# ---- design 1 ----
**Design 1: sequential cells colored by netlist name**

Scale bar: 20 µm. Other cells in gray.
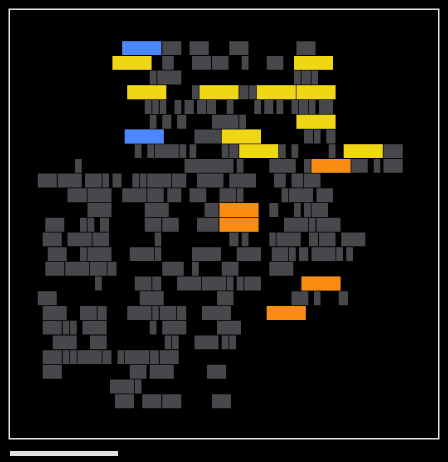

==> src/rtl/gtech_reduce_pkg.sv <==
// rtl/gtech_reduce_pkg.sv - mode encoding, tree sizing and base-op helpers for gtech_reduce_pipe
package gtech_reduce_pkg;

  typedef enum logic [2:0] {
    MODE_OR   = 3'd0,
    MODE_NOR  = 3'd1,
    MODE_AND  = 3'd2,
    MODE_NAND = 3'd3,
    MODE_XOR  = 3'd4,
    MODE_XNOR = 3'd5
  } mode_e;

  typedef enum logic [1:0] {
    OP_OR  = 2'd0,
    OP_AND = 2'd1,
    OP_XOR = 2'd2
  } op_e;

  // Sideband carried alongside the data through every tree level.
  typedef struct packed {
    logic [2:0] mode;
    logic       err;
    logic       last;
  } side_t;

  function automatic int nodes(int width, int fanin, int lvl);
    int n;
    n = width;
    for (int i = 0; i < lvl; i++) n = (n + fanin - 1) / fanin;
    return n;
  endfunction

  function automatic int levels(int width, int fanin);
    int n;
    int l;
    n = width;
    l = 0;
    for (int i = 0; i < 16; i++) begin
      if (n > 1) begin
        n = (n + fanin - 1) / fanin;
        l++;
      end
    end
    return (l < 1) ? 1 : l;
  endfunction

  function automatic op_e base_op(logic [2:0] mode);
    case (mode)
      MODE_AND, MODE_NAND: return OP_AND;
      MODE_XOR, MODE_XNOR: return OP_XOR;
      default:             return OP_OR;
    endcase
  endfunction

  function automatic logic identity(op_e op);
    return (op == OP_AND);
  endfunction

  function automatic logic is_inverting(logic [2:0] mode);
    return (mode == MODE_NOR) || (mode == MODE_NAND) || (mode == MODE_XNOR);
  endfunction

  function automatic logic is_reserved(logic [2:0] mode);
    return (mode > MODE_XNOR);
  endfunction

  function automatic logic combine(op_e op, logic a, logic b);
    case (op)
      OP_AND:  return a & b;
      OP_XOR:  return a ^ b;
      default: return a | b;
    endcase
  endfunction

endpackage

==> src/rtl/gtech_reduce_level.sv <==
// rtl/gtech_reduce_level.sv - one registered FANIN-ary tree level with valid/sideband, advanced by adv_i
module gtech_reduce_level
  import gtech_reduce_pkg::*;
#(
  parameter int IN_W  = 16,
  parameter int FANIN = 4,
  parameter int OUT_W = (IN_W + FANIN - 1) / FANIN
) (
  input  logic             clk_i,
  input  logic             rst_i,
  input  logic             adv_i,
  input  logic             valid_i,
  input  logic [IN_W-1:0]  data_i,
  input  side_t            side_i,
  output logic             valid_o,
  output logic [OUT_W-1:0] data_o,
  output side_t            side_o
);

  op_e                     op;
  logic [OUT_W*FANIN-1:0]  pad;
  logic [OUT_W-1:0]        data_d;
  logic                    node_v;

  logic                    valid_q;
  logic [OUT_W-1:0]        data_q;
  side_t                   side_q;

  // Leaves beyond IN_W take the identity of the op so they never change a node result.
  always_comb begin
    op             = base_op(side_i.mode);
    pad            = {(OUT_W*FANIN){identity(op)}};
    pad[IN_W-1:0]  = data_i;
    data_d         = '0;
    node_v         = 1'b0;
    for (int j = 0; j < OUT_W; j++) begin
      node_v = pad[j*FANIN];
      for (int i = 1; i < FANIN; i++) node_v = combine(op, node_v, pad[j*FANIN+i]);
      data_d[j] = node_v;
    end
  end

  always_ff @(posedge clk_i) begin
    if (rst_i) begin
      valid_q <= 1'b0;
      data_q  <= '0;
      side_q  <= '0;
    end else if (adv_i) begin
      valid_q <= valid_i;
      data_q  <= data_d;
      side_q  <= side_i;
    end
  end

  assign valid_o = valid_q;
  assign data_o  = data_q;
  assign side_o  = side_q;

endmodule

==> src/rtl/gtech_reduce_pipe.sv <==
// rtl/gtech_reduce_pipe.sv - pipelined WIDTH-bit reduction gate, one register per tree level
// Optional group accumulation with IN_LAST when GTECH_REDUCE_ACCUM_EN is defined.
module gtech_reduce_pipe
  import gtech_reduce_pkg::*;
#(
  parameter int WIDTH = 16,
  parameter int FANIN = 4
) (
  input  logic             CLK,
  input  logic             RST,
  input  logic             IN_VALID,
  output logic             IN_READY,
  input  logic [WIDTH-1:0] IN_DATA,
  input  logic [2:0]       IN_MODE,
`ifdef GTECH_REDUCE_ACCUM_EN
  input  logic             IN_LAST,
`endif
  output logic             OUT_VALID,
  input  logic             OUT_READY,
  output logic             OUT_Z,
  output logic             OUT_ERR
);

  localparam int LEVELS = levels(WIDTH, FANIN);

  logic  adv;
  side_t side_in;
  logic  fin_v;
  logic  fin_z;
  side_t fin_s;
  logic  fold_z;
  logic  fold_err;

  assign adv      = ~OUT_VALID | OUT_READY;
  assign IN_READY = adv;

  assign side_in.mode = IN_MODE;
  assign side_in.err  = is_reserved(IN_MODE);
`ifdef GTECH_REDUCE_ACCUM_EN
  assign side_in.last = IN_LAST;
`else
  assign side_in.last = 1'b1;
`endif

  for (genvar g = 0; g < LEVELS; g++) begin : g_lvl
    localparam int IN_W  = nodes(WIDTH, FANIN, g);
    localparam int OUT_W = nodes(WIDTH, FANIN, g + 1);

    logic             v_in;
    logic [IN_W-1:0]  d_in;
    side_t            s_in;
    logic             v_out;
    logic [OUT_W-1:0] d_out;
    side_t            s_out;

    if (g == 0) begin : g_src
      assign v_in = IN_VALID;
      assign d_in = IN_DATA;
      assign s_in = side_in;
    end else begin : g_chain
      assign v_in = g_lvl[g-1].v_out;
      assign d_in = g_lvl[g-1].d_out;
      assign s_in = g_lvl[g-1].s_out;
    end

    gtech_reduce_level #(
      .IN_W  (IN_W),
      .FANIN (FANIN),
      .OUT_W (OUT_W)
    ) u_level (
      .clk_i   (CLK),
      .rst_i   (RST),
      .adv_i   (adv),
      .valid_i (v_in),
      .data_i  (d_in),
      .side_i  (s_in),
      .valid_o (v_out),
      .data_o  (d_out),
      .side_o  (s_out)
    );
  end

  assign fin_v = g_lvl[LEVELS-1].v_out;
  assign fin_z = g_lvl[LEVELS-1].d_out[0];
  assign fin_s = g_lvl[LEVELS-1].s_out;

`ifdef GTECH_REDUCE_ACCUM_EN
  logic acc_seen_q;
  logic acc_z_q;
  logic acc_err_q;

  // acc_seen_q stands in for the identity, so the group's op need not be known up front.
  assign fold_z   = acc_seen_q ? combine(base_op(fin_s.mode), acc_z_q, fin_z) : fin_z;
  assign fold_err = acc_err_q | fin_s.err;

  always_ff @(posedge CLK) begin
    if (RST) begin
      acc_seen_q <= 1'b0;
      acc_z_q    <= 1'b0;
      acc_err_q  <= 1'b0;
    end else if (fin_v && adv) begin
      if (fin_s.last) begin
        acc_seen_q <= 1'b0;
        acc_z_q    <= 1'b0;
        acc_err_q  <= 1'b0;
      end else begin
        acc_seen_q <= 1'b1;
        acc_z_q    <= fold_z;
        acc_err_q  <= fold_err;
      end
    end
  end
`else
  assign fold_z   = fin_z;
  assign fold_err = fin_s.err;
`endif

  assign OUT_VALID = fin_v & fin_s.last;
  assign OUT_ERR   = fold_err;
  assign OUT_Z     = fold_err ? 1'b0 : (fold_z ^ is_inverting(fin_s.mode));

endmodule

==> config.mk <==
export PLATFORM = sky130hd
export DESIGN_NAME = gtech_reduce_pipe
export DESIGN_NICKNAME = d
export VERILOG_FILES = /design/src/rtl/gtech_reduce_pkg.sv /design/src/rtl/gtech_reduce_level.sv /design/src/rtl/gtech_reduce_pipe.sv
export SDC_FILE = /design/constraint.sdc
export NUM_CORES = 1
export LEC_CHECK = 0
export CORE_MARGIN = 5
export CORE_UTILIZATION = 30
export DETAILED_ROUTE_END_ITERATION = 12
export GPL_TIMING_DRIVEN = 0
export PLACE_DENSITY = 0.52
export SLEW_MARGIN = 15
export SYNTH_ARGS = -nofsm -noshare
export SYNTH_HDL_FRONTEND = slang
export SYNTH_SLANG_ARGS = --single-unit
==> constraint.sdc <==
create_clock -name CLK -period 3 [get_ports CLK]
set_input_delay 0.3 -clock CLK [delete_from_list [all_inputs] [get_ports CLK]]
set_output_delay 0.3 -clock CLK [all_outputs]
set_load 0.01 [all_outputs]
# ---- design 2 ----
<file path="config.mk">
export PLATFORM = sky130hd
export DESIGN_NAME = cic_dec_ctrl
export DESIGN_NICKNAME = d
export VERILOG_FILES = /design/src/rtl/cic_dec_ctrl.sv
export SDC_FILE = /design/constraint.sdc
export NUM_CORES = 1
export LEC_CHECK = 0
export CORE_MARGIN = 2
export CORE_UTILIZATION = 50
export CTS_CLUSTER_DIAMETER = 150
export DETAILED_ROUTE_END_ITERATION = 7
export GPL_ROUTABILITY_DRIVEN = 0
export GPL_TIMING_DRIVEN = 0
export PLACE_DENSITY = 0.74
export SLEW_MARGIN = 20
export SYNTH_ARGS = -nofsm -noshare
export SYNTH_HDL_FRONTEND = slang
export SYNTH_SLANG_ARGS = --single-unit
</file>
<file path="constraint.sdc">
create_clock -name clk -period 3.1 [get_ports clk]
set_input_delay 0.62 -clock clk [delete_from_list [all_inputs] [get_ports clk]]
set_output_delay 0.62 -clock clk [all_outputs]
set_load 0.005 [all_outputs]
</file>
<file path="src/rtl/cic_dec_ctrl.sv">
// Rate controller for a CIC decimator: sequences ratio changes so the select only
// moves on period boundaries, with a flush pulse and settling strobes after each restart.
module cic_dec_ctrl #(
  parameter int SEL_MAX = 6,
  parameter int SETTLE  = 2
) (
  input  logic       clk,
  input  logic       reset_n,
  input  logic       enable,
  input  logic       cfg_valid,
  input  logic [2:0] cfg_os_sel,
  output logic       cfg_ready,
  output logic [2:0] os_sel,
  output logic       dec_stb,
  output logic [5:0] phase,
  output logic       flush,
  output logic       out_valid,
  output logic       busy
);

  typedef enum logic [1:0] {IDLE, RUN, DRAIN, FLUSH} state_t;

  state_t     state, next_state;
  logic [2:0] pending_sel;
  logic [2:0] sel_clamped;
  logic [7:0] settle_cnt;
  logic [6:0] ratio;
  logic [5:0] last_phase;
  logic       at_last;
  logic       accept;
  logic       counting;

  assign sel_clamped = (cfg_os_sel > 3'(SEL_MAX)) ? 3'(SEL_MAX) : cfg_os_sel;
  assign ratio       = 7'd1 << os_sel;
  assign last_phase  = 6'(ratio - 7'd1);
  assign at_last     = (phase == last_phase);
  assign counting    = (state == RUN) || (state == DRAIN);
  assign accept      = cfg_valid && cfg_ready;

  always_comb begin
    next_state = state;
    cfg_ready  = 1'b0;
    dec_stb    = 1'b0;
    out_valid  = 1'b0;
    busy       = 1'b0;
    case (state)
      IDLE: begin
        cfg_ready = 1'b1;
        if (enable) next_state = FLUSH;
      end
      FLUSH: begin
        busy       = 1'b1;
        next_state = enable ? RUN : IDLE;
      end
      RUN: begin
        cfg_ready = 1'b1;
        dec_stb   = at_last;
        if (!enable)     next_state = IDLE;
        else if (accept) next_state = DRAIN;
      end
      DRAIN: begin
        busy    = 1'b1;
        dec_stb = at_last;
        if (!enable)      next_state = IDLE;
        else if (at_last) next_state = FLUSH;
      end
      default: next_state = IDLE;
    endcase
    out_valid = dec_stb && (settle_cnt == 8'd0);
  end

  // The old ratio keeps running through DRAIN; the select only switches on the
  // edge that closes the final old-ratio period (or when the run is abandoned).
  always_ff @(posedge clk or negedge reset_n) begin
    if (!reset_n) begin
      state       <= IDLE;
      os_sel      <= 3'd0;
      phase       <= 6'd0;
      flush       <= 1'b0;
      settle_cnt  <= 8'd0;
      pending_sel <= 3'd0;
    end else begin
      state <= next_state;
      flush <= (next_state == FLUSH);

      if (counting && (next_state == RUN || next_state == DRAIN))
        phase <= at_last ? 6'd0 : phase + 6'd1;
      else
        phase <= 6'd0;

      if (state == FLUSH)
        settle_cnt <= 8'(SETTLE);
      else if (dec_stb && settle_cnt != 8'd0)
        settle_cnt <= settle_cnt - 8'd1;

      if (state == RUN && accept)
        pending_sel <= sel_clamped;

      if (state == IDLE && accept)
        os_sel <= sel_clamped;
      else if (state == DRAIN && (!enable || at_last))
        os_sel <= pending_sel;
    end
  end

endmodule

</file>

==> screenshots <==
Signal wires on met2.
picture 1
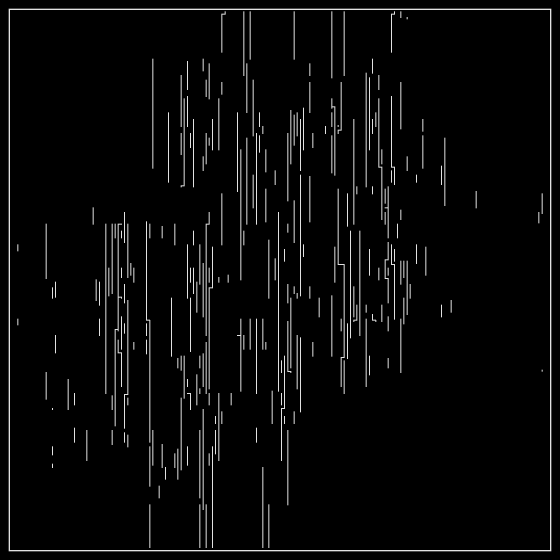
picture 2
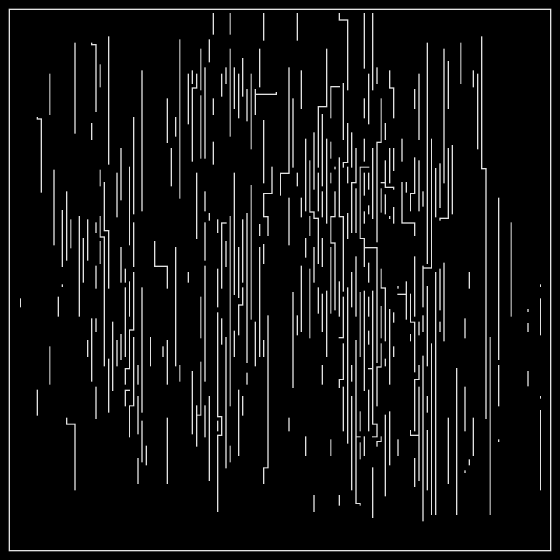
| picture | from |
|---|---|
| picture 1 | design 1 |
| picture 2 | design 2 |

**Design 1: congestion heat map**

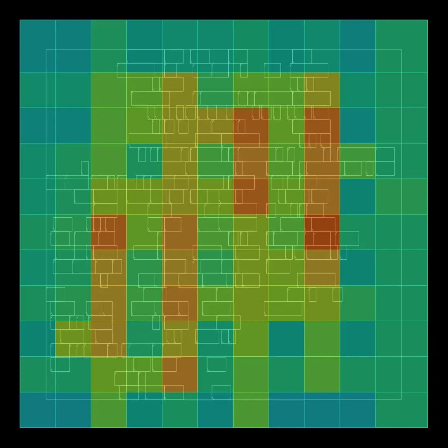
Final Core Density: 39.4%
met3 track utilization from global routing: 1.36%
gr busiest metal: met2
routed wire length per instance: 10.8 µm
met1 demand-to-capacity share in global routing: 11.0%

## Picture notes: 'sequential cells colored by netlist name' of design 1
- orange: g_lvl.u_level.data_o (sequential cells 5)
- blue: g_lvl.u_level.valid_o (sequential cells 2)
- yellow: g_lvl.u_level.side_o (sequential cells 10)
Reg area: 340 µm²
Seq area share: 18.4%

==> flow_summary.ini, design 1 <==
; flow metrics
[placed_design]
post_place_setup_slack_ps = -426
total_cell_area_at_the_placement_stage_um2 = 1750
final_gp_congestion = 0.712

[critical_path]
worst_setup_path_end_kind = register
critical_path.top_delay_family = AND-OR/OR-AND gates
number_of_buffers_and_inverters_on_the_critical_path = 5
worst_ep_required_time_ps = 3120

[drt]
antenna_violating_nets_post_route = 0
drt_pre_antenna_iters = 4

[pwr]
p_leak_nw = 0.933
comb_power_share_pct = 33.5
p_sw_share_pct = 29.8

[clocking]
post_cts_resized = 11

[sta]
min_period_ps = 2840
finalHoldWorstSlack_ps = 339
timing.max_slew.rel_slack_pct = 67.3

[run_status]
run_status = finished clean

[yosys]
yosys.stat.seqShare_pct = 23.7
synthCells = 177
ys_cells = 177
post_synth_xor_area_fraction_pct = 0.611
synth_area_per_cell_um2 = 8.10

[global_route]
antenna_found_initial = 0

[layout]
ratio_of_cells_with_drive_above_1_in_the_final_layout_pct = 10.7

[floorplanning]
core_region_area_um2 = 4690
-- design 1: layout make-up --
type / instances / area [µm²] / share of cell area, %
Clock inverter: 1 / 5.00 / 0.271
Timing Repair Buffer: 25 / 248 / 13.4
Multi-Input combinational cell: 116 / 950 / 51.4
Clock buffer: 3 / 41.3 / 2.24
Inverter: 35 / 131 / 7.11
Buffer: 9 / 63.8 / 3.46
Sequential cell: 17 / 340 / 18.4
Tap cell: 54 / 67.6 / 3.66
-- design 1: synthesized netlist by cell type --
cell type	number
nor2_1	7
a221oi_1	15
buf_4	1
a21oi_1	20
buf_1	1
xnor2_1	1
buf_6	1
ha_1	34
nand2b_1	2
nor2b_1	2
nand2_1	22
inv_1	35
a21oi_2	4
dfxtp_1	17
a21boi_0	1
and3b_4	1
clkbuf_2	1
buf_2	5
a211o_1	5
and2_1	1
nand3_1	1
-- design 1: registers in the layout, summed over array words and instances (netlist names) --
signal                 cells
g_lvl.u_level.valid_o      2
g_lvl.u_level.data_o       5
g_lvl.u_level.side_o      10
-- design 1: metal layers --
layer | GRT usage [%] | routed length, µm
met5 | 0 | 0
met2 | 16.8 | 1340
met1 | 11.0 | 1350
met4 | 3.09 | 31
met3 | 1.36 | 80
**Design 2: congestion heat map**

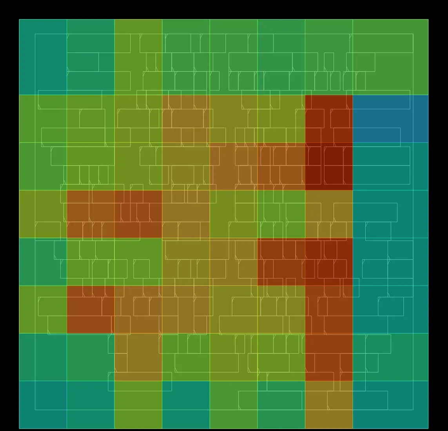
gr busiest metal: met2
met1 demand-to-capacity share in global routing: 30.4%
Final Core Density: 62.1%
global-route usage over all layers: 21.6%
met2 usage in global routing: 33.6%

==> flow_summary.ini, design 2 <==
; flow metrics
[drt]
drt_pre_antenna_iters = 4
dr_wl_met2_um = 1700
met3_wirelength_um = 128
remaining_design_rule_violation_count = 0
dr.first_iter.drc_count = 46

[pwr]
clock_network_power_consumption_uw = 141
power_frac_seq_pct = 32.1
dominant_power_group = combinational cells
seq_power_uw = 530
p_sw_share_pct = 43.8
power_drawn_by_the_combinational_cells_uw = 979

[critical_path]
worst_r2r_path_depth = 7
path_class = reg -> out
regToRegEndpoint = phase[2]
worstPathMaxFanout = 9

[sta]
tightest_slew_ps = 661
fmaxAchievable_mhz = 337
period_used_pct = 95.7
timing.max_slew.rel_slack_pct = 55.8

[layout]
nFillCells = 258
num_antenna_cells = 0

[global_route]
grt_remaining_overflow = 0

[clocking]
tritoncts = built
htree_levels = 1

[floorplanning]
core_region_area_um2 = 2980
floorplan_row_count = 20
vertical_die_size_um = 59.2

[placed_design]
hpwlAfterDp_um = 2460

[yosys]
post_synth_main_area_contributors = dfrtp_1 38%, ha_1 6.6%, nor2_1 4.2%
synthesis.area_um2 = 1530
post_synth_xor_area_fraction_pct = 1.72

[run_status]
run_status = finished clean
design 2: flip-flops by register name, summed over array words and instances, names as in the netlist:
signal / flops
flush: 1
phase: 6
settle_cnt: 8
os_sel: 3
pending_sel: 3
state: 2
design 2: layout make-up:
class                      instances  area [µm²]  share of cell area (%)
tap                               33        41.3                    2.23
sequential                        23         581                    31.4
multi-input combinational        130         901                    48.7
clock buffer                       3        22.5                    1.22
clock inverter                     1        5.00                   0.271
timing repair buffer              25         233                    12.6
inverter                           7        26.3                    1.42
buffer                             5        40.0                    2.17
design 2: what timing repair did:
item	CTS	global route
pin swaps	0	3
setup endpoints to repair	1	2
setup buffers	0	5
hold endpoints to repair	0	0
gates resized	1	6
design 2: stage by stage:
step | cells | utilization, % | total power, mW | setup slack [ps]
after floorplan | 165 | - | 1.15 | 741
after global placement | 218 | 59.3 | 1.41 | 297
after detailed placement | 218 | 59.3 | 1.44 | 241
after CTS | 222 | 60.5 | 1.60 | 9.36
after global routing | 227 | 62.1 | 1.81 | 7.99
final | 227 | 62.1 | 1.65 | 133
design 2: critical path, stage by stage (launching register included):
cell and delay [ps]:
dfrtp_2 490, nor2b_4 170, nor4b_4 320, o211a_1 230
and3_1 190, and2_1 130, clkdlybuf4s50_1 500


==> gallery <==
The metal 1 layer.
shot_01.png
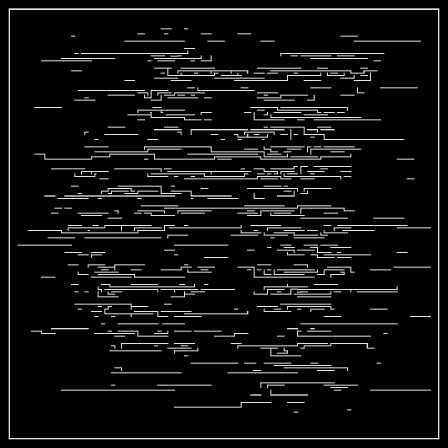
shot_02.png
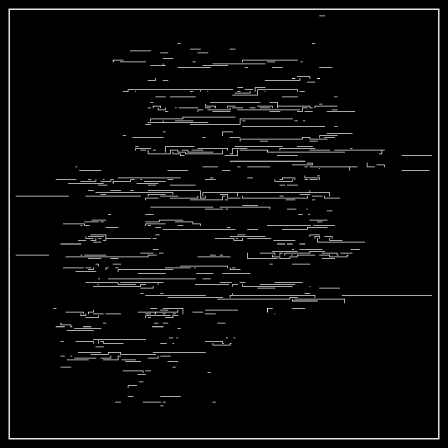
| from | picture |
|---|---|
| design 1 | shot_02.png |
| design 2 | shot_01.png |

Key to shot_02.png:
- longest straight run: 23.5 µm
- share of all routed wire: 48%

Power is estimated from default activity; no workload was simulated.
